######## design 1 ########
Figure 1. Routing congestion (design 1).
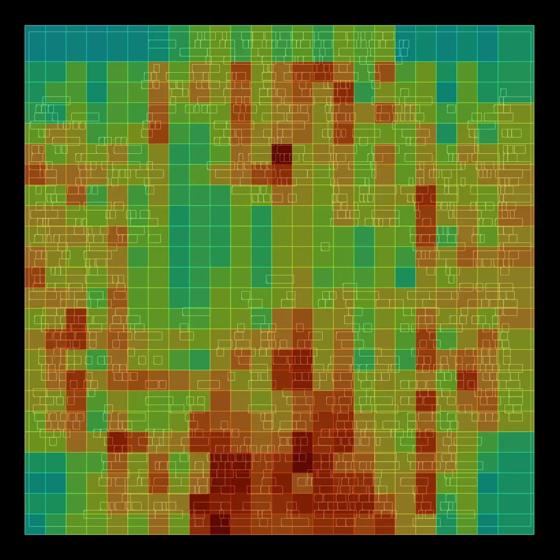

--- config.mk ---
export PLATFORM = sky130hd
export DESIGN_NAME = alu_operand_stage
export DESIGN_NICKNAME = d
export VERILOG_FILES = /design/src/rtl/alu_operand_stage.sv
export SDC_FILE = /design/constraint.sdc
export NUM_CORES = 1
export LEC_CHECK = 0
export CORE_UTILIZATION = 30
export CTS_CLUSTER_DIAMETER = 30
export DETAILED_ROUTE_END_ITERATION = 7
export DONT_BUFFER_PORTS = 1
export PLACE_DENSITY_LB_ADDON = 0.25
export SLEW_MARGIN = 25
export SYNTH_ARGS = -nofsm -noshare
export SYNTH_HDL_FRONTEND = slang
export SYNTH_HIERARCHICAL = 1
export SYNTH_SLANG_ARGS = --single-unit
--- constraint.sdc ---
create_clock -name clk -period 1.8 [get_ports clk]
set_input_delay 0.18 -clock clk [delete_from_list [all_inputs] [get_ports clk]]
set_output_delay 0.18 -clock clk [all_outputs]
set_load 0.02 [all_outputs]
--- src/rtl/alu_operand_stage.sv ---
// alu_operand_stage -- ID/EX register stage feeding the MIPS150 ALU.
//
// Resolves rs/rt through EX/MEM and MEM/WB forwarding, selects the ALU
// operands (rs or shamt for A; rt, sign/zero-extended imm for B), detects
// load-use hazards and registers the execute-stage bundle.
//
// Ports
//   clk, rst_n                   clock (rising edge), async active-low reset
//   stall, flush                 hold all outputs / load a bubble
//   id_*                         decoded instruction fields and RF read data
//   exm_*                        instruction one stage ahead (ALU result)
//   mwb_*                        write-back stage
//   hazard_stall                 combinational load-use stall to fetch/decode
//   A, B, ALUop, StoreData       registered execute operands
//   ex_valid, ex_wr_en,
//   ex_wr_addr, ex_is_load       registered destination info

// Single-operand forwarding mux. EX/MEM has priority over MEM/WB, a load in
// EX/MEM has no data yet, and $0 is never forwarded.
module alu_fwd_mux #(
  parameter int DW = 32,
  parameter int RW = 5
) (
  input  logic [RW-1:0] addr,
  input  logic [DW-1:0] rf_val,
  input  logic          exm_wr_en,
  input  logic [RW-1:0] exm_wr_addr,
  input  logic [DW-1:0] exm_wr_data,
  input  logic          exm_is_load,
  input  logic          mwb_wr_en,
  input  logic [RW-1:0] mwb_wr_addr,
  input  logic [DW-1:0] mwb_wr_data,
  output logic [DW-1:0] fwd
);
  logic hit_exm, hit_mwb;

  assign hit_exm = exm_wr_en && (exm_wr_addr != '0) && (exm_wr_addr == addr) && !exm_is_load;
  assign hit_mwb = mwb_wr_en && (mwb_wr_addr != '0) && (mwb_wr_addr == addr);

  always_comb begin
    fwd = rf_val;
    if (hit_exm)      fwd = exm_wr_data;
    else if (hit_mwb) fwd = mwb_wr_data;
  end
endmodule

module alu_operand_stage #(
  parameter int DW = 32,
  parameter int RW = 5
) (
  input  logic          clk,
  input  logic          rst_n,
  input  logic          stall,
  input  logic          flush,
  input  logic          id_valid,
  input  logic [DW-1:0] id_rs_val,
  input  logic [DW-1:0] id_rt_val,
  input  logic [RW-1:0] id_rs_addr,
  input  logic [RW-1:0] id_rt_addr,
  input  logic          id_uses_rs,
  input  logic          id_uses_rt,
  input  logic [15:0]   id_imm,
  input  logic [4:0]    id_shamt,
  input  logic          id_a_sel,
  input  logic [1:0]    id_b_sel,
  input  logic [3:0]    id_alu_op,
  input  logic          id_wr_en,
  input  logic [RW-1:0] id_wr_addr,
  input  logic          id_is_load,
  input  logic          exm_wr_en,
  input  logic [RW-1:0] exm_wr_addr,
  input  logic [DW-1:0] exm_wr_data,
  input  logic          exm_is_load,
  input  logic          mwb_wr_en,
  input  logic [RW-1:0] mwb_wr_addr,
  input  logic [DW-1:0] mwb_wr_data,
  output logic          hazard_stall,
  output logic [DW-1:0] A,
  output logic [DW-1:0] B,
  output logic [3:0]    ALUop,
  output logic          ex_valid,
  output logic          ex_wr_en,
  output logic [RW-1:0] ex_wr_addr,
  output logic          ex_is_load,
  output logic [DW-1:0] StoreData
);
  localparam logic [3:0] ALU_XXX = 4'b1111;
  localparam int         NSRC    = 2;   // 0: rs, 1: rt

  typedef struct packed {
    logic          valid;
    logic          wr_en;
    logic [RW-1:0] wr_addr;
    logic          is_load;
    logic [3:0]    alu_op;
    logic [DW-1:0] a;
    logic [DW-1:0] b;
    logic [DW-1:0] sd;
  } ex_t;

  localparam ex_t EX_BUBBLE = '{valid: 1'b0, wr_en: 1'b0, wr_addr: '0, is_load: 1'b0,
                                alu_op: ALU_XXX, a: '0, b: '0, sd: '0};

  logic [NSRC-1:0][RW-1:0] src_addr;
  logic [NSRC-1:0][DW-1:0] src_rf;
  logic [NSRC-1:0][DW-1:0] src_fwd;

  assign src_addr = {id_rt_addr, id_rs_addr};
  assign src_rf   = {id_rt_val,  id_rs_val};

  for (genvar g = 0; g < NSRC; g++) begin : g_fwd
    alu_fwd_mux #(.DW(DW), .RW(RW)) u_fwd (
      .addr        (src_addr[g]),
      .rf_val      (src_rf[g]),
      .exm_wr_en   (exm_wr_en),
      .exm_wr_addr (exm_wr_addr),
      .exm_wr_data (exm_wr_data),
      .exm_is_load (exm_is_load),
      .mwb_wr_en   (mwb_wr_en),
      .mwb_wr_addr (mwb_wr_addr),
      .mwb_wr_data (mwb_wr_data),
      .fwd         (src_fwd[g])
    );
  end

  // A load in EX/MEM has no data until MEM/WB, so a dependent instruction
  // must wait one cycle; MEM/WB forwarding covers it afterwards.
  logic ld_dst;
  assign ld_dst       = exm_is_load && exm_wr_en && (exm_wr_addr != '0);
  assign hazard_stall = id_valid && ld_dst &&
                        ((id_uses_rs && (exm_wr_addr == id_rs_addr)) ||
                         (id_uses_rt && (exm_wr_addr == id_rt_addr)));

  ex_t ex_nxt, ex_q;

  always_comb begin
    ex_nxt         = EX_BUBBLE;
    ex_nxt.valid   = id_valid;
    ex_nxt.wr_en   = id_wr_en && id_valid;
    ex_nxt.wr_addr = id_wr_addr;
    ex_nxt.is_load = id_is_load && id_valid;
    ex_nxt.alu_op  = id_alu_op;
    ex_nxt.a       = id_a_sel ? {{(DW-5){1'b0}}, id_shamt} : src_fwd[0];
    ex_nxt.sd      = src_fwd[1];
    unique case (id_b_sel)
      2'd1:    ex_nxt.b = {{(DW-16){id_imm[15]}}, id_imm};
      2'd2:    ex_nxt.b = {{(DW-16){1'b0}}, id_imm};
      default: ex_nxt.b = src_fwd[1];
    endcase
  end

  // stall outranks flush: a flush seen while stalled is dropped.
  always_ff @(posedge clk or negedge rst_n) begin
    if (!rst_n)                      ex_q <= EX_BUBBLE;
    else if (stall)                  ex_q <= ex_q;
    else if (flush || hazard_stall)  ex_q <= EX_BUBBLE;
    else                             ex_q <= ex_nxt;
  end

  assign A          = ex_q.a;
  assign B          = ex_q.b;
  assign ALUop      = ex_q.alu_op;
  assign StoreData  = ex_q.sd;
  assign ex_valid   = ex_q.valid;
  assign ex_wr_en   = ex_q.wr_en;
  assign ex_wr_addr = ex_q.wr_addr;
  assign ex_is_load = ex_q.is_load;
endmodule

######## design 2 ########
$ cat src/rtl/la_pkg.sv
// Shared types and constants for the trigger qualification logic.
package la_pkg;

  typedef enum logic [1:0] {
    RISING    = 2'd0,
    FALLING   = 2'd1,
    EITHER    = 2'd2,
    IMMEDIATE = 2'd3
  } trig_mode_t;

  typedef enum logic [1:0] {
    ST_IDLE  = 2'd0,
    ST_PRIME = 2'd1,
    ST_WAIT  = 2'd2,
    ST_FIRED = 2'd3
  } trig_state_t;

  localparam int unsigned RESET_LEVEL = 32'h80;
  localparam logic [1:0]  MODE_RISING    = 2'd0;
  localparam logic [1:0]  MODE_FALLING   = 2'd1;
  localparam logic [1:0]  MODE_EITHER    = 2'd2;
  localparam logic [1:0]  MODE_IMMEDIATE = 2'd3;

endpackage

$ cat src/rtl/trig_threshold.sv
// Saturating hysteresis band around the trigger level: lo = level-hyst, hi = level+hyst,
// both clamped to the unsigned DATA_W range.
module trig_threshold #(
  parameter int DATA_W = 8
) (
  input  logic [DATA_W-1:0] level,
  input  logic [DATA_W-1:0] hyst,
  output logic [DATA_W-1:0] lo,
  output logic [DATA_W-1:0] hi
);

  logic [DATA_W:0] sum;

  always_comb begin
    sum = {1'b0, level} + {1'b0, hyst};
    lo  = (hyst > level) ? '0 : level - hyst;
    hi  = sum[DATA_W] ? '1 : sum[DATA_W-1:0];
  end

endmodule

$ cat src/rtl/trigger_detect.sv
// ADC trigger qualifier: 2-stage sample pipeline, level/hysteresis search FSM, registered trig.
// Optional auto-trigger timeout is enabled by defining TRIGGER_TIMEOUT_EN (adds timed_out).
module trigger_detect
  import la_pkg::*;
#(
  parameter int DATA_W = 8
`ifdef TRIGGER_TIMEOUT_EN
  , parameter int TIMEOUT_W = 24
`endif
) (
  input  logic              clk,
  input  logic              rst,
  input  logic [DATA_W-1:0] cfg_level,
  input  logic [DATA_W-1:0] cfg_hyst,
  input  logic [1:0]        cfg_mode,
  input  logic              cfg_valid,
  input  logic              arm,
  input  logic [DATA_W-1:0] adc_data,
  output logic [DATA_W-1:0] sample_out,
  output logic              trig,
  output logic              triggered,
  output logic              armed
`ifdef TRIGGER_TIMEOUT_EN
  , output logic            timed_out
`endif
);

  logic [DATA_W-1:0] s1, s2;
  logic [DATA_W-1:0] level_q, hyst_q, lo, hi;
  trig_mode_t        mode_q;
  trig_state_t       state, state_d;
  logic              dir_fall, dir_fall_d;
  logic              fire;
  logic              tmo_hit;

  trig_threshold #(.DATA_W(DATA_W)) u_threshold (
    .level (level_q),
    .hyst  (hyst_q),
    .lo    (lo),
    .hi    (hi)
  );

`ifdef TRIGGER_TIMEOUT_EN
  logic [TIMEOUT_W-1:0] tmo_cnt;
  assign tmo_hit = ((state == ST_PRIME) || (state == ST_WAIT)) && (&tmo_cnt);
`else
  assign tmo_hit = 1'b0;
`endif

  // NOTE: every variable gets a default before the case so no path leaves it unassigned (no latch).
  always_comb begin
    state_d    = state;
    dir_fall_d = dir_fall;
    fire       = 1'b0;
    unique case (state)
      ST_IDLE: if (arm) state_d = ST_PRIME;
      ST_PRIME: begin
        unique case (mode_q)
          RISING:    if (s1 <= lo) begin state_d = ST_WAIT; dir_fall_d = 1'b0; end
          FALLING:   if (s1 >= hi) begin state_d = ST_WAIT; dir_fall_d = 1'b1; end
          EITHER: begin
            if (s1 <= lo) begin
              state_d    = ST_WAIT;
              dir_fall_d = 1'b0;
            end else if (s1 >= hi) begin
              state_d    = ST_WAIT;
              dir_fall_d = 1'b1;
            end
          end
          IMMEDIATE: fire = 1'b1;
        endcase
      end
      ST_WAIT:  fire = dir_fall ? (s1 <= level_q) : (s1 >= level_q);
      ST_FIRED: ;
    endcase
    if (tmo_hit) fire = 1'b1;
    if (fire) state_d = ST_FIRED;
    // Dropping arm wins over everything, including a fire decided this cycle.
    if (!arm) begin
      state_d = ST_IDLE;
      fire    = 1'b0;
    end
  end

  // NOTE: sequential state uses non-blocking assignments so every register samples pre-edge values.
  always_ff @(posedge clk or posedge rst) begin
    if (rst) begin
      s1       <= '0;
      s2       <= '0;
      state    <= ST_IDLE;
      dir_fall <= 1'b0;
      trig     <= 1'b0;
      // NOTE: config registers are reset to usable defaults so an arm without cfg_valid is well defined.
      level_q  <= DATA_W'(RESET_LEVEL);
      hyst_q   <= '0;
      mode_q   <= RISING;
    end else begin
      s1       <= adc_data;
      s2       <= s1;
      state    <= state_d;
      dir_fall <= dir_fall_d;
      trig     <= fire;
      if ((state == ST_IDLE) && cfg_valid) begin
        level_q <= cfg_level;
        hyst_q  <= cfg_hyst;
        mode_q  <= trig_mode_t'(cfg_mode);
      end
    end
  end

`ifdef TRIGGER_TIMEOUT_EN
  // Counter holds zero outside the search so it is cleared on entry to PRIME.
  always_ff @(posedge clk or posedge rst) begin
    if (rst) begin
      tmo_cnt   <= '0;
      timed_out <= 1'b0;
    end else begin
      if ((state == ST_PRIME) || (state == ST_WAIT)) tmo_cnt <= tmo_cnt + 1'b1;
      else                                           tmo_cnt <= '0;
      timed_out <= (state_d == ST_FIRED) && (timed_out || tmo_hit);
    end
  end
`endif

  assign sample_out = s2;
  assign triggered  = (state == ST_FIRED);
  assign armed      = (state == ST_PRIME) || (state == ST_WAIT);

endmodule
$ cat config.mk
export PLATFORM = sky130hd
export DESIGN_NAME = trigger_detect
export DESIGN_NICKNAME = d
export VERILOG_FILES = /design/src/rtl/la_pkg.sv /design/src/rtl/trig_threshold.sv /design/src/rtl/trigger_detect.sv
export SDC_FILE = /design/constraint.sdc
export NUM_CORES = 1
export LEC_CHECK = 0
export CAP_MARGIN = 5
export CORE_UTILIZATION = 59
export DETAILED_ROUTE_END_ITERATION = 7
export GPL_ROUTABILITY_DRIVEN = 1
export PLACE_DENSITY_LB_ADDON = 0.25
export SYNTH_ARGS = -nofsm -noshare
export SYNTH_HDL_FRONTEND = slang
export SYNTH_SLANG_ARGS = --single-unit
$ cat constraint.sdc
create_clock -name clk -period 5.85 [get_ports clk]
set_input_delay 0.8775 -clock clk [delete_from_list [all_inputs] [get_ports clk]]
set_output_delay 0.8775 -clock clk [all_outputs]
set_load 0.02 [all_outputs]
Figure 2. Metal 3 (design 1).
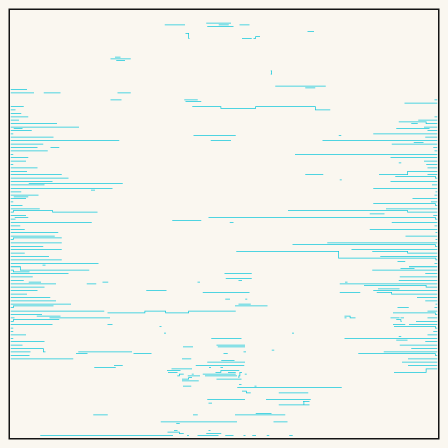
The wires run mostly horizontal. The longest straight run is 90.4 um. The layer carries 3290 um of wire. 237 nets have wire on it.

About Figure 1:
global routing usage on met3: 7.59%
WL/cell: 26.6 um
GRT busiest layer: met2
met1 Use GR: 30.5%

==> flow_summary_export.csv, design 1 <==
group,metric,value,unit
synth,synth-main-ff-cell,"dfrtp_1",
final_timing,hold_viol_final,108,
layout,fin_area,10300,um2
routing,wl,37200,um
run_status,status,"finished with violations",
power,p_comb,1.81,mW
run_status,violations,"hold timing",
clock_network,holdBufCountCts,19,
worst_setup_path,worstPathRequired,2.10,ns
run,drv_cap,0,
floorplanning,taps,378,
layout,diodes,2,
layout,mostFrequentLayoutCells,"115 x nand2_1, 104 x dfrtp_1, 96 x buf_4",
worst_setup_path,end_kind,"register",
layout,buffers,143,
layout,syn2layout_area_growth,21.0,%
floorplanning,rows,61,
place,pre_cts_ws,-0.465,ns
layout,lay_top_count,"nand2_1",
final_timing,rsz0062_at_grt,"yes",
global_routing,antenna_found_initial,3,
final_timing,timing.hold.ws,-0.495,ns
final_timing,finalSetupViolCount,0,
layout,area_share_nonclk_buffers,14.3,%
-- design 1: logic make-up after synthesis --
group | after synthesis | synth area share (%)
buffers and inverters | 144 | 8.49
adder cells (fa/ha/maj) | 2 | 0.293
multiplexers | 5 | 0.659
flip-flops | 108 | 31.7
AND-OR/OR-AND | 392 | 35.6
AND/OR/NAND/NOR | 323 | 20.6
XOR/XNOR | 26 | 2.66
-- design 1: sequential cells by signal, indices dropped and copies added, names as in the netlist --
signal and cells:
ex_wr_en 1, StoreData 32, ex_wr_addr 5, B 32
A 32, ex_is_load 1, ALUop 4, ex_valid 1
Figure 3. Routing congestion (design 2).
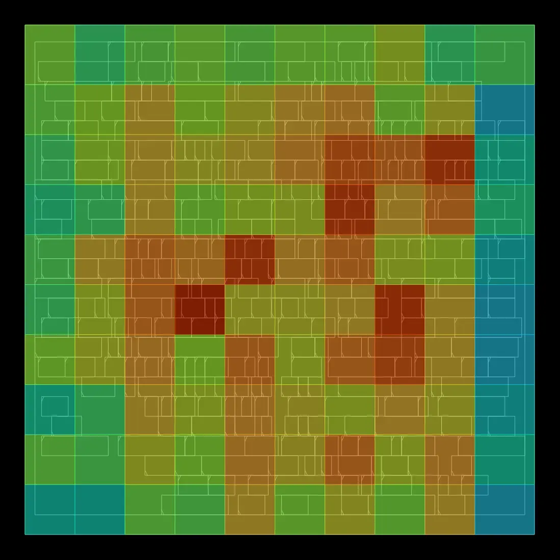
GRT busiest layer: met2
GR Util met2: 39.7%
WL/cell: 14.8 um

==> flow_summary_export.csv, design 2 <==
group,metric,value,unit
layout,mostFrequentLayoutCells,"48 x ha_1, 40 x clkdlybuf4s50_1, 37 x dfrtp_1",
layout,lay_top_count,"ha_1",
place,placed_area,3220,um2
worst_setup_path,path_max_fanout,5,
synth,mux_share,7.72,%
worst_setup_path,regToRegSetupSlack,2.20,ns
routing,drc,0,
worst_setup_path,cpMaxStageDelayCell,"o41ai_1",
power,p_leak,1.55,nW
routing,viasPerCell,5.66,
synth,synth_nets,351,
power,p_clk,0.279,mW
clock_network,cts_made_buffers,5,
run_status,status,"completed",
synth,ys_ff,38,
clock_network,postCtsSetupRepairBufs,0,
synth,simple_gate_share,13.5,%
final_timing,hold_viol_final,0,
power,p_comb_share,68.5,%
global_routing,grt_overflow_total,0,
power,seq_power,0.427,mW
floorplanning,die_w,70.3,um
final_timing,finalSetupTns,0,ns
power,switchingPower,1.02,mW
run,warnings,40,
synth,synth_top_area_share,33.6,%
power,p_sw_share,45.5,%
synth,ys_sh_aoi,14.4,%
global_routing,antenna_found_initial,0,
floorplanning,die_height,70.3,um
synth,postSynthAreaPerCell,10.2,um2
layout,syn2layout_area_growth,21.9,%
final_timing,timing.hold.ws,0.394,ns
worst_hold_path,whs_endpoint,"sample_out[0]",
floorplanning,ios,41,
layout,diodes,0,
synth,synth_area,2760,um2
place,dpl.cell_count,361,
layout,fin_util,76.1,%
synth,adder_share,23.3,%
clock_network,clk_latency,0.29,ns
final_timing,worstMarginPinSlew,0.875,ns
place,place_congestion,0.907,
place,dpl.hpwl,4240,um
-- design 2: layer usage --
layer / wire [um] / vias up / global-route usage [%] / part of all wire [%]
met1: 2560 / 995 / 32.2 / 47
met5: 0 / - / 0 / 0
met3: 196 / 7 / 5.34 / 3.6
met2: 2660 / 42 / 39.7 / 49
met4: 59 / 0 / 6.67 / 1.1
li1: - / 1046 / - / -
-- design 2: cell type report --
type	count	area share, %
Clock buffer	6	2.46
Tap cell	52	1.94
Timing Repair Buffer	41	12.1
Inverter	31	3.46
Sequential cell	38	28.4
Clock inverter	2	1.79
Multi-Input combinational cell	199	49.9

==> screenshots <==
M1 wires.
(a)
Scale bar: 50 um. Supply wires on this layer in gray.
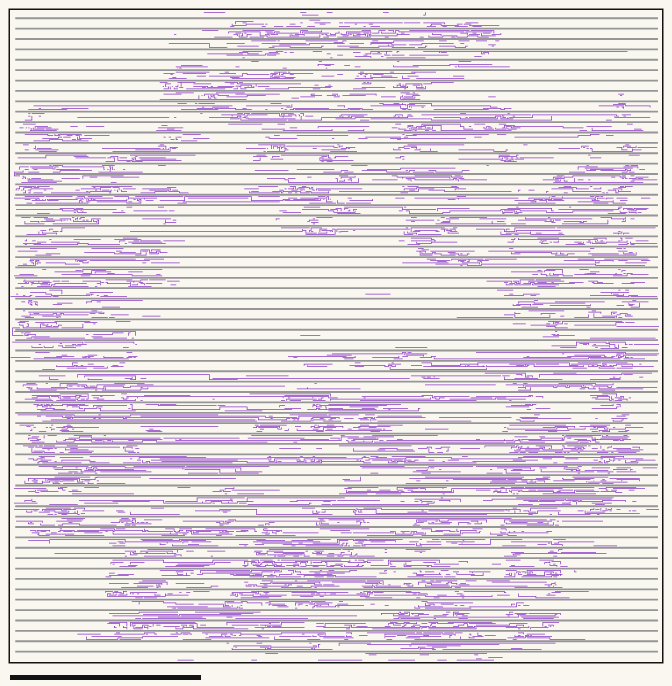
(b)
Scale bar: 20 um. Supply wires on this layer in gray.
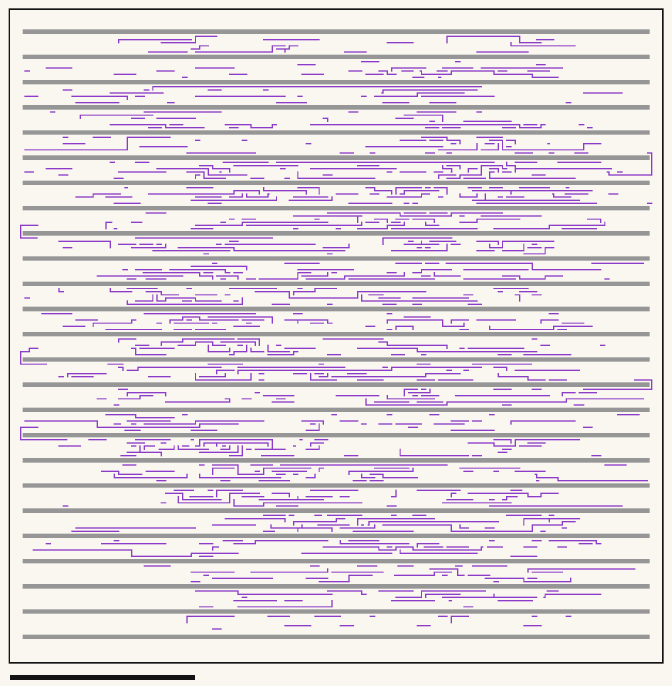
| from | picture |
|---|---|
| design 2 | (b) |
| design 1 | (a) |
The one with the largest die is (a).


######## design 3 ########
[src/rtl/controle_arrolhamento.sv]
// Corking-station sequencer: belt motor, fill wait, one cork request per bottle,
// corker actuator timing, and saturating counts of corked bottles and reloads.
module controle_arrolhamento #(
    parameter int unsigned T_ARROLHA = 4,
    parameter int unsigned T_LIBERA  = 3,
    parameter int unsigned CNT_W     = 8
) (
    input  logic             clk,
    input  logic             reset,
    input  logic             start,
    input  logic             stop,
    input  logic             sensor_garrafa,
    input  logic             enchimento_ok,
    input  logic             rolha_disponivel,
    input  logic             disp_acionado,
    output logic             motor_esteira,
    output logic             atuador_rolha,
    output logic             dec_rolha,
    output logic             inicio_proc,
    output logic             alarme_sem_rolha,
    output logic [CNT_W-1:0] garrafas_ok,
    output logic [CNT_W-1:0] recargas,
    output logic [2:0]       estado
);

    typedef enum logic [2:0] {
        PARADO      = 3'd0,
        ESTEIRA     = 3'd1,
        ESPERA_ENCH = 3'd2,
        ARROLHA     = 3'd3,
        LIBERA      = 3'd4,
        SEM_ROLHA   = 3'd5
    } estado_t;

    // Cycle counter only needs to reach the larger of the two timing limits.
    localparam int unsigned CMAX = (T_ARROLHA > T_LIBERA) ? T_ARROLHA : T_LIBERA;
    localparam int unsigned CW   = $clog2(CMAX + 1);
    localparam logic [CW-1:0] CNT_SAT     = CW'(CMAX);
    localparam logic [CW-1:0] ARR_ULTIMO  = CW'(T_ARROLHA - 1);
    localparam logic [CW-1:0] LIB_MINIMO  = CW'(T_LIBERA - 1);

    estado_t          state_q, state_d;
    logic [CW-1:0]    cnt_q, cnt_d;
    logic             pend_q, pend_d;
    logic             dec_q, dec_d;
    logic             ini_q, ini_d;
    logic [CNT_W-1:0] ok_q, rec_q;
    logic             ok_inc;

    // Next-state, stop-pending and pulse decode; stop wins in every state.
    always_comb begin
        state_d = state_q;
        pend_d  = pend_q;
        ok_inc  = 1'b0;
        unique case (state_q)
            PARADO: begin
                if (start && !stop) state_d = ESTEIRA;
            end
            ESTEIRA: begin
                if (stop)                state_d = PARADO;
                else if (sensor_garrafa) state_d = ESPERA_ENCH;
            end
            ESPERA_ENCH: begin
                if (stop)                state_d = PARADO;
                else if (enchimento_ok)  state_d = rolha_disponivel ? ARROLHA : SEM_ROLHA;
            end
            ARROLHA: begin
                if (stop) pend_d = 1'b1;
                if (cnt_q == ARR_ULTIMO) begin
                    state_d = LIBERA;
                    ok_inc  = 1'b1;
                end
            end
            LIBERA: begin
                if (stop) pend_d = 1'b1;
                if (cnt_q >= LIB_MINIMO && !sensor_garrafa) begin
                    if (pend_q || stop) begin
                        state_d = PARADO;
                        pend_d  = 1'b0;
                    end else begin
                        state_d = ESTEIRA;
                    end
                end
            end
            SEM_ROLHA: begin
                if (stop)                  state_d = PARADO;
                else if (rolha_disponivel) state_d = ARROLHA;
            end
            default: state_d = PARADO;
        endcase

        dec_d = (state_d == ARROLHA) && (state_q != ARROLHA);
        ini_d = (state_q == PARADO) && (state_d == ESTEIRA);

        if (state_d != state_q)  cnt_d = '0;
        else if (cnt_q != CNT_SAT) cnt_d = cnt_q + CW'(1);
        else                     cnt_d = cnt_q;
    end

    // State, timer, pending stop and entry pulses.
    always_ff @(posedge clk or posedge reset) begin
        if (reset) begin
            state_q <= PARADO;
            cnt_q   <= '0;
            pend_q  <= 1'b0;
            dec_q   <= 1'b0;
            ini_q   <= 1'b0;
        end else begin
            state_q <= state_d;
            cnt_q   <= cnt_d;
            pend_q  <= pend_d;
            dec_q   <= dec_d;
            ini_q   <= ini_d;
        end
    end

    // Saturating event counters, cleared only by reset.
    always_ff @(posedge clk or posedge reset) begin
        if (reset) begin
            ok_q  <= '0;
            rec_q <= '0;
        end else begin
            if (ok_inc && ok_q != '1)        ok_q  <= ok_q + CNT_W'(1);
            if (disp_acionado && rec_q != '1) rec_q <= rec_q + CNT_W'(1);
        end
    end

    // Moore decodes of the state register.
    always_comb begin
        motor_esteira    = (state_q == ESTEIRA) || (state_q == LIBERA);
        atuador_rolha    = (state_q == ARROLHA);
        alarme_sem_rolha = (state_q == SEM_ROLHA);
        estado           = state_q;
        dec_rolha        = dec_q;
        inicio_proc      = ini_q;
        garrafas_ok      = ok_q;
        recargas         = rec_q;
    end

endmodule
[config.mk]
export PLATFORM = sky130hd
export DESIGN_NAME = controle_arrolhamento
export DESIGN_NICKNAME = d
export VERILOG_FILES = /design/src/rtl/controle_arrolhamento.sv
export SDC_FILE = /design/constraint.sdc
export NUM_CORES = 1
export LEC_CHECK = 0
export CORE_ASPECT_RATIO = 0.75
export CORE_UTILIZATION = 44
export DETAILED_ROUTE_END_ITERATION = 8
export GPL_TIMING_DRIVEN = 0
export PLACE_DENSITY = 0.74
export SLEW_MARGIN = 25
export SYNTH_ARGS = -nofsm -noshare
export SYNTH_HDL_FRONTEND = slang
export SYNTH_SLANG_ARGS = --single-unit
[constraint.sdc]
create_clock -name clk -period 2.15 [get_ports clk]
set_clock_uncertainty 0.05 [all_clocks]
set_input_delay 0.645 -clock clk [delete_from_list [all_inputs] [get_ports clk]]
set_output_delay 0.645 -clock clk [all_outputs]
set_load 0.03 [all_outputs]
######## design 4 ########
--- src/rtl/image_flip_invert_ctrl_if.sv ---
// image_flip_invert_ctrl_if
//   Bundles the start/done handshake of the flip/invert sequencer together with
//   the two read ports and two write ports of the image RAM it drives.
//   master : the sequencer (consumes start/abort/invert_en and read data,
//            drives busy/done and every RAM enable, address and write word)
//   slave  : the surrounding system (host handshake plus the RAM itself)
interface image_flip_invert_ctrl_if #(
    parameter int ADDR_W = 17,
    parameter int DATA_W = 32
);
    logic              start;
    logic              abort;
    logic              invert_en;
    logic              busy;
    logic              done;
    logic              en_r1_n;
    logic [ADDR_W-1:0] addr_r1;
    logic [DATA_W-1:0] data_r1;
    logic              en_r2_n;
    logic [ADDR_W-1:0] addr_r2;
    logic [DATA_W-1:0] data_r2;
    logic              en_w1_n;
    logic [ADDR_W-1:0] addr_w1;
    logic [DATA_W-1:0] data_w1;
    logic              en_w2_n;
    logic [ADDR_W-1:0] addr_w2;
    logic [DATA_W-1:0] data_w2;

    modport master (
        input  start, abort, invert_en, data_r1, data_r2,
        output busy, done,
        output en_r1_n, addr_r1, en_r2_n, addr_r2,
        output en_w1_n, addr_w1, data_w1, en_w2_n, addr_w2, data_w2
    );

    modport slave (
        output start, abort, invert_en, data_r1, data_r2,
        input  busy, done,
        input  en_r1_n, addr_r1, en_r2_n, addr_r2,
        input  en_w1_n, addr_w1, data_w1, en_w2_n, addr_w2, data_w2
    );
endinterface

--- src/rtl/image_flip_invert_ctrl.sv ---
// image_flip_invert_ctrl
//   Sequencer that mirrors every image row in place (and optionally inverts each
//   8-bit colour channel) using a 2-read/2-write RAM. Pixels are handled as
//   outside-in pairs: one RD cycle fetches both, one WR cycle writes each to the
//   other's address. The middle pixel of an odd-width row is read on port 1 only
//   and written back to itself on port 1 only.
// Ports
//   clk      : clock, all state on the rising edge
//   reset_n  : asynchronous active-low reset
//   bus      : master side of image_flip_invert_ctrl_if
//              start/abort/invert_en in, busy/done out,
//              read ports r1 (left pixel) / r2 (right pixel), combinational data in,
//              write ports w1 (left address) / w2 (right address); enables active low.
module image_flip_invert_ctrl #(
    parameter int IMG_W     = 320,
    parameter int IMG_H     = 240,
    parameter int ADDR_W    = 17,
    parameter int DATA_W    = 32,
    parameter int PIX_W     = 24,
    parameter int BASE_ADDR = 0
) (
    input  logic                     clk,
    input  logic                     reset_n,
    image_flip_invert_ctrl_if.master bus
);

    localparam int HALF  = (IMG_W + 1) / 2;
    localparam int COL_W = (HALF  > 1) ? $clog2(HALF)  : 1;
    localparam int ROW_W = (IMG_H > 1) ? $clog2(IMG_H) : 1;
    localparam bit ODD_W = (IMG_W % 2) == 1;

    localparam logic [COL_W-1:0]  LAST_COL  = COL_W'(HALF - 1);
    localparam logic [ROW_W-1:0]  LAST_ROW  = ROW_W'(IMG_H - 1);
    localparam logic [ADDR_W-1:0] ROW_STEP  = ADDR_W'(IMG_W);
    localparam logic [ADDR_W-1:0] RIGHT_OFF = ADDR_W'(IMG_W - 1);
    localparam logic [ADDR_W-1:0] BASE_A    = ADDR_W'(BASE_ADDR);

    typedef enum logic [1:0] {
        S_IDLE = 2'd0,
        S_RD   = 2'd1,
        S_WR   = 2'd2,
        S_FIN  = 2'd3
    } state_t;

    // Per-channel transform; bits above PIX_W are always cleared.
    function automatic logic [DATA_W-1:0] pix_f(input logic [DATA_W-1:0] x, input logic inv);
        logic [DATA_W-1:0] y;
        y = '0;
        for (int ch = 0; ch < PIX_W / 8; ch++) begin
            y[ch*8 +: 8] = inv ? (8'hFF - x[ch*8 +: 8]) : x[ch*8 +: 8];
        end
        return y;
    endfunction

    state_t             state_q, state_d;
    logic [COL_W-1:0]   col_q, col_d;
    logic [ROW_W-1:0]   row_q, row_d;
    logic [ADDR_W-1:0]  row_base_q, row_base_d;
    logic               inv_q, inv_d;
    logic               busy_q, busy_d;
    logic               done_q, done_d;
    logic               en_r1_n_q, en_r1_n_d;
    logic               en_r2_n_q, en_r2_n_d;
    logic               en_w1_n_q, en_w1_n_d;
    logic               en_w2_n_q, en_w2_n_d;
    logic [ADDR_W-1:0]  addr_r1_q, addr_r1_d;
    logic [ADDR_W-1:0]  addr_r2_q, addr_r2_d;
    logic [ADDR_W-1:0]  addr_w1_q, addr_w1_d;
    logic [ADDR_W-1:0]  addr_w2_q, addr_w2_d;
    logic [DATA_W-1:0]  data_w1_q, data_w1_d;
    logic [DATA_W-1:0]  data_w2_q, data_w2_d;
    logic [ADDR_W-1:0]  left_d, right_d;
    logic               mid_d;

    always_comb begin
        state_d    = state_q;
        col_d      = col_q;
        row_d      = row_q;
        row_base_d = row_base_q;
        inv_d      = inv_q;
        done_d     = done_q;

        unique case (state_q)
            S_IDLE: begin
                // abort takes priority over a simultaneous start
                if (bus.start && !bus.abort) begin
                    inv_d      = bus.invert_en;
                    col_d      = '0;
                    row_d      = '0;
                    row_base_d = '0;
                    done_d     = 1'b0;
                    state_d    = S_RD;
                end
            end
            S_RD: begin
                state_d = bus.abort ? S_IDLE : S_WR;
            end
            S_WR: begin
                if (bus.abort) begin
                    state_d = S_IDLE;
                end else if (col_q == LAST_COL) begin
                    if (row_q == LAST_ROW) begin
                        state_d = S_FIN;
                    end else begin
                        col_d      = '0;
                        row_d      = row_q + 1'b1;
                        row_base_d = row_base_q + ROW_STEP;
                        state_d    = S_RD;
                    end
                end else begin
                    col_d   = col_q + 1'b1;
                    state_d = S_RD;
                end
            end
            S_FIN: begin
                done_d  = 1'b1;
                state_d = S_IDLE;
            end
            default: state_d = S_IDLE;
        endcase

        // All RAM controls are registered, so they are computed for the state being
        // entered. Counters do not move between RD and WR, so the pair addresses
        // derived from the next counters serve both cycles.
        busy_d  = (state_d == S_RD) || (state_d == S_WR);
        mid_d   = ODD_W && (col_d == LAST_COL);
        left_d  = BASE_A + row_base_d + ADDR_W'(col_d);
        right_d = BASE_A + row_base_d + RIGHT_OFF - ADDR_W'(col_d);

        en_r1_n_d = 1'b1;
        en_r2_n_d = 1'b1;
        en_w1_n_d = 1'b1;
        en_w2_n_d = 1'b1;
        addr_r1_d = addr_r1_q;
        addr_r2_d = addr_r2_q;
        addr_w1_d = addr_w1_q;
        addr_w2_d = addr_w2_q;
        data_w1_d = data_w1_q;
        data_w2_d = data_w2_q;

        if (state_d == S_RD) begin
            en_r1_n_d = 1'b0;
            addr_r1_d = left_d;
            en_r2_n_d = mid_d;
            if (!mid_d) begin
                addr_r2_d = right_d;
            end
        end

        // WR is only entered from RD, so the read data is live on this edge.
        if (state_d == S_WR) begin
            en_w1_n_d = 1'b0;
            addr_w1_d = left_d;
            data_w1_d = pix_f(mid_d ? bus.data_r1 : bus.data_r2, inv_q);
            en_w2_n_d = mid_d;
            if (!mid_d) begin
                addr_w2_d = right_d;
                data_w2_d = pix_f(bus.data_r1, inv_q);
            end
        end
    end

    always_ff @(posedge clk or negedge reset_n) begin
        if (!reset_n) begin
            state_q    <= S_IDLE;
            col_q      <= '0;
            row_q      <= '0;
            row_base_q <= '0;
            inv_q      <= 1'b0;
            busy_q     <= 1'b0;
            done_q     <= 1'b0;
            en_r1_n_q  <= 1'b1;
            en_r2_n_q  <= 1'b1;
            en_w1_n_q  <= 1'b1;
            en_w2_n_q  <= 1'b1;
            addr_r1_q  <= '0;
            addr_r2_q  <= '0;
            addr_w1_q  <= '0;
            addr_w2_q  <= '0;
            data_w1_q  <= '0;
            data_w2_q  <= '0;
        end else begin
            state_q    <= state_d;
            col_q      <= col_d;
            row_q      <= row_d;
            row_base_q <= row_base_d;
            inv_q      <= inv_d;
            busy_q     <= busy_d;
            done_q     <= done_d;
            en_r1_n_q  <= en_r1_n_d;
            en_r2_n_q  <= en_r2_n_d;
            en_w1_n_q  <= en_w1_n_d;
            en_w2_n_q  <= en_w2_n_d;
            addr_r1_q  <= addr_r1_d;
            addr_r2_q  <= addr_r2_d;
            addr_w1_q  <= addr_w1_d;
            addr_w2_q  <= addr_w2_d;
            data_w1_q  <= data_w1_d;
            data_w2_q  <= data_w2_d;
        end
    end

    assign bus.busy    = busy_q;
    assign bus.done    = done_q;
    assign bus.en_r1_n = en_r1_n_q;
    assign bus.en_r2_n = en_r2_n_q;
    assign bus.en_w1_n = en_w1_n_q;
    assign bus.en_w2_n = en_w2_n_q;
    assign bus.addr_r1 = addr_r1_q;
    assign bus.addr_r2 = addr_r2_q;
    assign bus.addr_w1 = addr_w1_q;
    assign bus.addr_w2 = addr_w2_q;
    assign bus.data_w1 = data_w1_q;
    assign bus.data_w2 = data_w2_q;

endmodule

--- src/flat_wrapper.sv ---
// flat-port wrapper written by rule: the top's interface ports become plain ports
module image_flip_invert_ctrl_flat 
#(
    parameter int IMG_W     = 320,
    parameter int IMG_H     = 240,
    parameter int ADDR_W    = 17,
    parameter int DATA_W    = 32,
    parameter int PIX_W     = 24,
    parameter int BASE_ADDR = 0
)
  (clk, reset_n, bus_start, bus_abort, bus_invert_en, bus_data_r1, bus_data_r2, bus_busy, bus_done, bus_en_r1_n, bus_addr_r1, bus_en_r2_n, bus_addr_r2, bus_en_w1_n, bus_addr_w1, bus_data_w1, bus_en_w2_n, bus_addr_w2, bus_data_w2);
  image_flip_invert_ctrl_if #(.ADDR_W(ADDR_W), .DATA_W(DATA_W)) bus_i ();
  input  logic clk;
  input  logic reset_n;
  input wire logic [$bits(bus_i.start)-1:0] bus_start;
  input wire logic [$bits(bus_i.abort)-1:0] bus_abort;
  input wire logic [$bits(bus_i.invert_en)-1:0] bus_invert_en;
  input wire logic [$bits(bus_i.data_r1)-1:0] bus_data_r1;
  input wire logic [$bits(bus_i.data_r2)-1:0] bus_data_r2;
  output wire logic [$bits(bus_i.busy)-1:0] bus_busy;
  output wire logic [$bits(bus_i.done)-1:0] bus_done;
  output wire logic [$bits(bus_i.en_r1_n)-1:0] bus_en_r1_n;
  output wire logic [$bits(bus_i.addr_r1)-1:0] bus_addr_r1;
  output wire logic [$bits(bus_i.en_r2_n)-1:0] bus_en_r2_n;
  output wire logic [$bits(bus_i.addr_r2)-1:0] bus_addr_r2;
  output wire logic [$bits(bus_i.en_w1_n)-1:0] bus_en_w1_n;
  output wire logic [$bits(bus_i.addr_w1)-1:0] bus_addr_w1;
  output wire logic [$bits(bus_i.data_w1)-1:0] bus_data_w1;
  output wire logic [$bits(bus_i.en_w2_n)-1:0] bus_en_w2_n;
  output wire logic [$bits(bus_i.addr_w2)-1:0] bus_addr_w2;
  output wire logic [$bits(bus_i.data_w2)-1:0] bus_data_w2;
  assign bus_i.start = bus_start;
  assign bus_i.abort = bus_abort;
  assign bus_i.invert_en = bus_invert_en;
  assign bus_i.data_r1 = bus_data_r1;
  assign bus_i.data_r2 = bus_data_r2;
  assign bus_busy = bus_i.busy;
  assign bus_done = bus_i.done;
  assign bus_en_r1_n = bus_i.en_r1_n;
  assign bus_addr_r1 = bus_i.addr_r1;
  assign bus_en_r2_n = bus_i.en_r2_n;
  assign bus_addr_r2 = bus_i.addr_r2;
  assign bus_en_w1_n = bus_i.en_w1_n;
  assign bus_addr_w1 = bus_i.addr_w1;
  assign bus_data_w1 = bus_i.data_w1;
  assign bus_en_w2_n = bus_i.en_w2_n;
  assign bus_addr_w2 = bus_i.addr_w2;
  assign bus_data_w2 = bus_i.data_w2;
  image_flip_invert_ctrl #(.IMG_W(IMG_W), .IMG_H(IMG_H), .ADDR_W(ADDR_W), .DATA_W(DATA_W), .PIX_W(PIX_W), .BASE_ADDR(BASE_ADDR)) u_core (.clk(clk), .reset_n(reset_n), .bus(bus_i));
endmodule
--- config.mk ---
export PLATFORM = sky130hd
export DESIGN_NAME = image_flip_invert_ctrl_flat
export DESIGN_NICKNAME = d
export VERILOG_FILES = /design/src/rtl/image_flip_invert_ctrl_if.sv /design/src/rtl/image_flip_invert_ctrl.sv /design/src/flat_wrapper.sv
export SDC_FILE = /design/constraint.sdc
export NUM_CORES = 1
export LEC_CHECK = 0
export ABC_AREA = 1
export ABC_CLOCK_PERIOD_IN_PS = 4750
export CAP_MARGIN = 20
export CELL_PAD_IN_SITES_DETAIL_PLACEMENT = 1
export CELL_PAD_IN_SITES_GLOBAL_PLACEMENT = 2
export CORE_UTILIZATION = 29
export CTS_CLUSTER_DIAMETER = 60
export DETAILED_ROUTE_END_ITERATION = 16
export GPL_TIMING_DRIVEN = 0
export PLACE_DENSITY = 0.81
export SLEW_MARGIN = 10
export SYNTH_ARGS = -nofsm -noshare
export SYNTH_HDL_FRONTEND = slang
export SYNTH_SLANG_ARGS = --single-unit
--- constraint.sdc ---
create_clock -name clk -period 4.75 [get_ports clk]
set_clock_uncertainty 0.15 [all_clocks]
set_input_delay 0.95 -clock clk [delete_from_list [all_inputs] [get_ports clk]]
set_output_delay 0.95 -clock clk [all_outputs]
set_load 0.1 [all_outputs]
######## design 5 ########
===== src/rtl/fifo_rd_stream.sv =====
// fifo_rd_stream: drains fifo_async on the read clock into a 2-entry valid/ready buffer.
// Provides flush/drain, a handshake counter and sticky underflow capture.
module fifo_rd_stream #(
    parameter int FIFODEPTH    = 16,
    parameter int FIFOWIDTH    = 72,
    parameter int FIFOPTRWIDTH = 4,
    parameter int CNTWIDTH     = 16
) (
    input  logic                    clk,
    input  logic                    rst,
    input  logic [FIFOPTRWIDTH:0]   fifo_numfilled,
    input  logic [FIFOWIDTH-1:0]    fifo_rdata,
    input  logic                    fifo_underflow,
    output logic                    fifo_rstb,
    input  logic                    flush,
    output logic                    out_valid,
    output logic [FIFOWIDTH-1:0]    out_data,
    input  logic                    out_ready,
    output logic [CNTWIDTH-1:0]     word_count,
    output logic                    err_underflow,
    output logic                    busy
);
    typedef enum logic {RUN, DRAIN} state_t;

    if (FIFODEPTH != (1 << FIFOPTRWIDTH)) begin : g_bad_depth
        $error("FIFODEPTH must equal 2**FIFOPTRWIDTH");
    end

    state_t               state;
    logic [1:0]           count;
    logic [FIFOWIDTH-1:0] b0, b1;
    logic                 has_data, push, pop;

    assign has_data  = fifo_numfilled != '0;
    assign push      = fifo_rstb && state == RUN;
    assign pop       = out_valid && out_ready;
    assign out_valid = count != 2'd0;
    assign out_data  = b0;
    assign busy      = state == DRAIN;

    // Strobe depends only on registers and FIFO-side inputs, never on out_ready.
    always_comb fifo_rstb = rst ? 1'b0 : state == DRAIN ? has_data : has_data && count != 2'd2 && !flush;

    always_ff @(posedge clk or posedge rst) begin
        if (rst) begin
            state         <= RUN;
            count         <= 2'd0;
            b0            <= '0;
            b1            <= '0;
            word_count    <= '0;
            err_underflow <= 1'b0;
        end else begin
            err_underflow <= err_underflow | fifo_underflow;
            if (flush) begin
                state      <= DRAIN;
                count      <= 2'd0;
                word_count <= '0;
            end else if (state == DRAIN) begin
                if (!has_data) state <= RUN;
            end else begin
                word_count <= word_count + CNTWIDTH'(pop);
                count      <= count + 2'(push) - 2'(pop);
                if (push && (count == 2'd0 || (count == 2'd1 && pop))) b0 <= fifo_rdata;
                else if (pop && count == 2'd2) b0 <= b1;
                if (push && count == 2'd1 && !pop) b1 <= fifo_rdata;
            end
        end
    end
endmodule

===== config.mk =====
export PLATFORM = sky130hd
export DESIGN_NAME = fifo_rd_stream
export DESIGN_NICKNAME = d
export VERILOG_FILES = /design/src/rtl/fifo_rd_stream.sv
export SDC_FILE = /design/constraint.sdc
export NUM_CORES = 1
export LEC_CHECK = 0
export ABC_AREA = 1
export CORE_MARGIN = 8
export CORE_UTILIZATION = 48
export DETAILED_ROUTE_END_ITERATION = 10
export HOLD_SLACK_MARGIN = 0.02
export PLACE_DENSITY = 0.76
export SYNTH_ARGS = -nofsm -noshare
export SYNTH_HDL_FRONTEND = slang
export SYNTH_SLANG_ARGS = --single-unit

===== constraint.sdc =====
create_clock -name clk -period 7.6 [get_ports clk]
set_clock_uncertainty 0.1 [all_clocks]
set_input_delay 1.52 -clock clk [delete_from_list [all_inputs] [get_ports clk]]
set_output_delay 1.52 -clock clk [all_outputs]
set_load 0.005 [all_outputs]

Figure 4. Metal 3 (design 5).
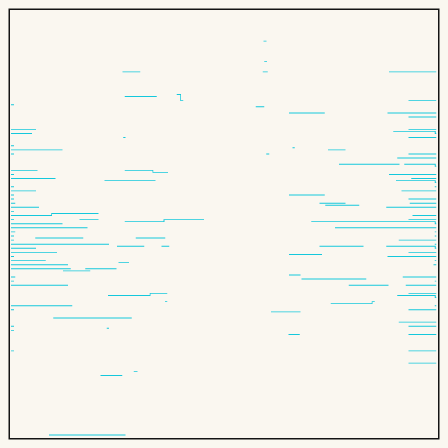
The wires run mostly horizontal. The longest straight run is 40.9 um.
final wirelength: 18500 um
global routing usage on met3: 4.50%
Vias: 6405

==> flow_summary_export.csv, design 5 <==
group,metric,value,unit
worst_setup_path,cpMaxStageDelayCell,"a21oi_4",
synth,ys_ff,164,
synth,async_flop_share,100,%
worst_hold_path,whs_endpoint,"out_data[50]",
layout,fin_util,63.5,%
routing,wl_per_cell,13.5,um
synth,synthTopCellsByCount,"534 x nand2_1, 164 x dfrtp_1, 97 x inv_1",
floorplanning,die_height,142,um
worst_setup_path,r2r-end,"out_data[51]",
power,ir_drop,0.137,mV
final_timing,drv_slew,0,
layout,fin_area,9980,um2
synth,simple_gate_share,29.9,%
routing,top_layer,"met5",
synth,synth_chip_area,7610,um2
global_routing,track_usage,18.9,%
worst_setup_path,path_max_fanout,84,
global_routing,grt_pass1_wl,30700,um
clock_network,cts_made_buffers,17,
layout,drive_gt1_share,3.99,%
routing,route.met2.wl,8740,um
synth,postSynthAreaPerCell,7.66,um2
final_timing,post-route-min-period,5.14,ns
layout,syn2layout_area_growth,31.2,%
worst_setup_path,regToRegSetupSlack,4.13,ns
clock_network,htree_levels,4,
global_routing,grt_overflow_total,0,
synth,synthTopCellsByArea,"dfrtp_1 54%, nand2_1 26%, o21ai_0 5.1%, inv_1 4.8%, buf_2 1.5%",
final_timing,hold_viol_final,0,
global_routing,grtUsageMet2,30.6,%
layout,layout.area.comb,2870,um2
routing,met3_length,1130,um
final_timing,min_period_over_period,67.6,%
routing,wl_met1,8380,um
run_status,status,"completed",
routing,viasPerCell,4.68,
## design 5: flip-flops by register name (all words and copies together), names as in the netlist
register / count
b1: 72
err_underflow: 1
out_data: 72
word_count: 16
busy: 1
count: 2
## design 5: area by class of cell
type / count / share of cell area, %
flip-flops and latches: 164 / 41.1
multi-input cells: 683 / 28.7
repair buffers: 177 / 17.7
clock buffers: 23 / 4.79
inverters: 99 / 3.77
well taps: 216 / 2.71
clock inverters: 8 / 1.25
## design 5: report_power, final
group,internal (mW),switching [mW],total (mW)
Sequential,0.877,0.00254,0.880
Clock,0.541,0.337,0.879
Combinational,0.0472,0.0457,0.0929
Figure 5. Routing congestion (design 3).
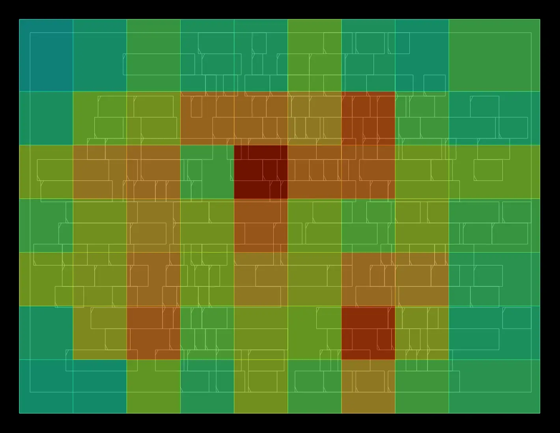
GRT busiest layer: met2
Layout Utilization: 61.8%
GR Util met2: 28.8%
global routing usage on met3: 5.45%
WL/cell: 13.5 um

==> flow_summary_export.csv, design 3 <==
group,metric,value,unit
clock_network,clk_latency,0.27,ns
synth,yosysWarnings,0,
worst_setup_path,timing.rr.start,"estado[0]",
synth,yosysMostFrequentCell,"dfrtp_1",
layout,syn2layout_area_growth,32.4,%
worst_setup_path,worstPathRequired,2.25,ns
final_timing,worstMarginPinSlew,0.875,ns
synth,ys_cells,138,
clock_network,cts_resized,21,
routing,route.met2.wl,1330,um
worst_setup_path,crit_path_start_kind,"register",
worst_setup_path,crit_family,"simple AND/OR/NAND/NOR gates",
run,drv_cap,0,
worst_setup_path,slowest_delay,0.54,ns
worst_setup_path,worst-path-buf-inv,1,
final_timing,finalSetupTns,0,ns
power,ir_drop,0.533,mV
routing,met3_length,150,um
final_timing,fmax,0.471,GHz
floorplanning,die_w,66.9,um
synth,simple_gate_share,19.9,%
global_routing,globalRouteMet1Util,26.0,%
run_status,status,"completed",
clock_network,clock-sinks,25,
routing,drc,0,
layout,diodes,0,
synth,synth_nets,152,
final_timing,post-route-min-period,2.12,ns
power,p_leak,0.864,nW
worst_setup_path,setup.worst_path.start,"estado[0]",
synth,ys_sh_aoi,10.7,%
layout,sh_seq_area,34.1,%
layout,nets,189,
floorplanning,coreArea,2980,um2
layout,nNonClkInverters,12,
clock_network,cts_made_buffers,3,
routing,viasPerCell,5.33,
synth,synthCells,138,
layout,buffers,36,
run,warnings,29,
clock_network,htree_levels,1,
worst_hold_path,whs_endpoint,"pend_q",
design 3: registers in the layout, indices dropped and copies added, names as in the netlist:
register	cells
dec_rolha	1
cnt_q	3
garrafas_ok	8
pend_q	1
estado	3
recargas	8
inicio_proc	1
design 3: power by group:
group / internal, mW / total, mW / switching, mW
clock: 0.132 / 0.286 / 0.154
combinational: 0.515 / 1.15 / 0.639
sequential: 0.604 / 0.742 / 0.138
Figure 6. M1 wires (design 4).
Scale bar: 50 um. Supply wires on this layer in gray.
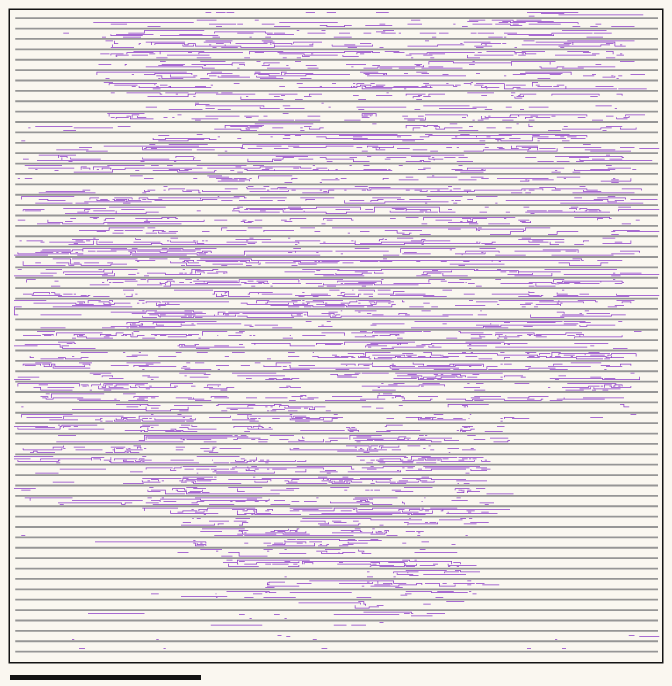
1147 nets have wire on it. The wires run mostly horizontal.
Vias: 7116
met1 Use GR: 24.2%
final wirelength: 25800 um

==> flow_summary_export.csv, design 4 <==
group,metric,value,unit
clock_network,cts_root_buf,"clkbuf_16",
synth,async_flop_share,100,%
final_timing,finalSetupViolCount,0,
power,p_per_area,575,nW/um2
routing,wl_met1,12200,um
global_routing,grt_max_degree,80,
final_timing,post-route-min-period,4.22,ns
layout,mostFrequentLayoutCells,"241 x nand2_1, 172 x clkdlybuf4s50_1, 154 x dfrtp_1",
layout,diodes,0,
routing,wl_per_cell,16.5,um
final_timing,fin_ws,0.530,ns
worst_setup_path,cpMaxStageDelayCell,"clkdlybuf4s50_1",
synth,postSynthSeqShare,47.3,%
synth,adder_share,6.69,%
final_timing,worstMarginPinSlew,1.07,ns
power,power_leader,"combinational cells",
worst_setup_path,crit_family,"simple AND/OR/NAND/NOR gates",
final_timing,hold_viol_final,0,
worst_setup_path,path_max_fanout,5,
clock_network,cts_resized,5,
final_timing,rsz0062_at_grt,"no",
worst_setup_path,path_cells,"clkdlybuf4s50_1, nand2_1, nor2_4, clkinvlp_4, o21ai_0, o22ai_2, inv_1, ha_1, ha_1, inv_1, fa_1, nand3b_1, nand2_1, a21oi_1, o21ai_1, nand4_1, nand2_1, a21oi_1, nand2_1, nand2_1, nand3_1, nand2_1",
layout,nets,1283,
run_status,status,"completed",
worst_setup_path,cp-endpoint,"u_core.bus.addr_w2[15]",
layout,fin_area,11200,um2
synth,logic_family,"simple AND/OR/NAND/NOR gates",
power,fin_total_pwr,6.45,mW
power,switchingPower,3.43,mW
worst_setup_path,crit_cells,22,
synth,postSynthAreaPerCell,8.61,um2
layout,fin_util,40.1,%
floorplanning,die_w,171,um
worst_setup_path,worstPathRequired,4.92,ns
routing,met3_length,781,um
place,pre_cts_ws,-0.788,ns
routing,drc,0,
[design 4: synth_stat cells, drive strengths merged, types with 3 or more instances]
library cell and n:
xor2 15, inv 101, xnor2 52, nor2 41, clkbuf 26, a21oi 28, o22ai 7, o21ai 124
a31oi 3, o211ai 5, ha 41, nor3 12, nand3 53, buf 26, dfrtp 154, nand2 246
nand4 8
[design 4: layout make-up]
type / count / area [um2]
buffer: 52 / 278
clock buffer: 18 / 429
clock inverter: 14 / 150
fill: 3329 / 16700
inverter: 101 / 385
multi-input combinational: 666 / 3800
sequential: 156 / 3910
tap: 378 / 473
timing repair buffer: 177 / 1790


==> notes/layouts.md <==
Pictures saved along the way, in no particular order.

Met2 routing.
Cells faint in the background.
picture 1
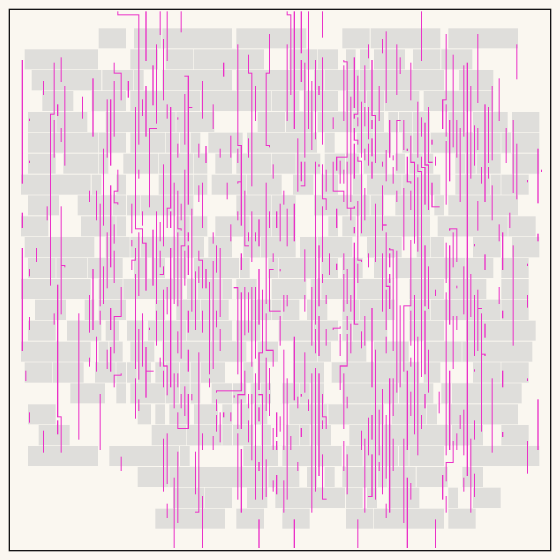
picture 2
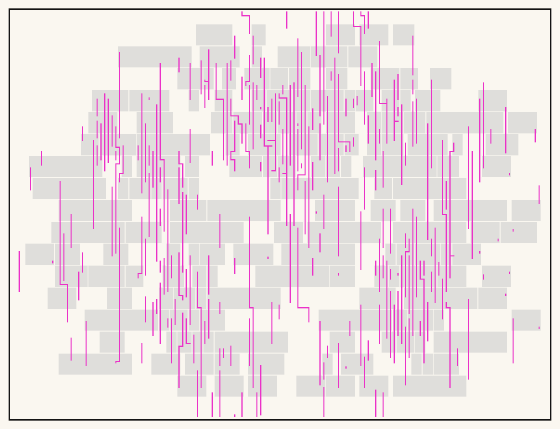
picture 3
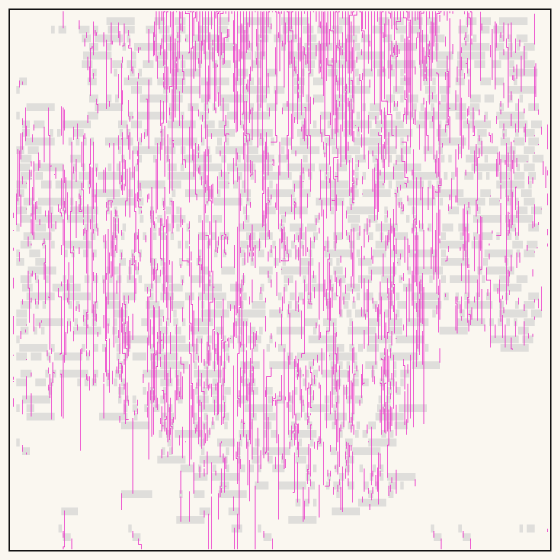
picture 4
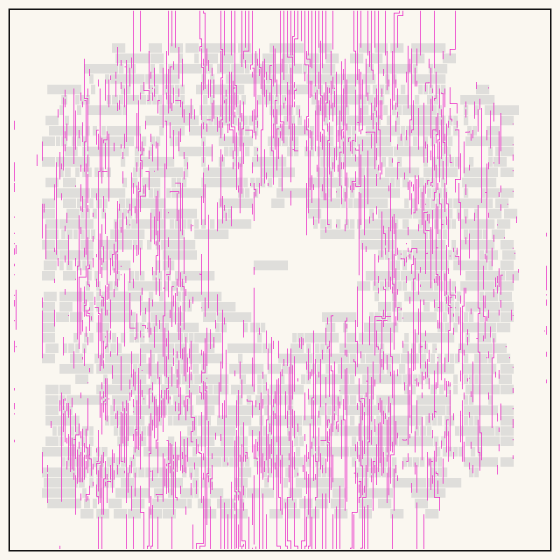
picture 5
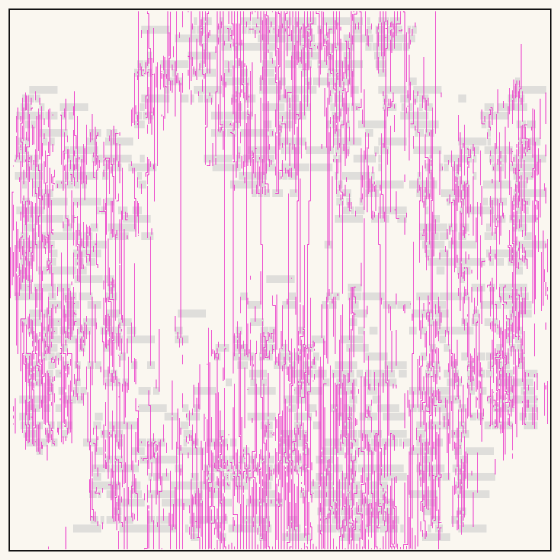
- design 1 = picture 5
- design 3 = picture 2
- design 5 = picture 4
- design 4 = picture 3
- design 2 = picture 1

Key to picture 1:
The wires run mostly vertical. 327 nets have wire on it. The longest straight run is 53.7 um. The layer carries 2660 um of wire.

Power figures rest on the tool's default switching activity, not on a simulated workload.
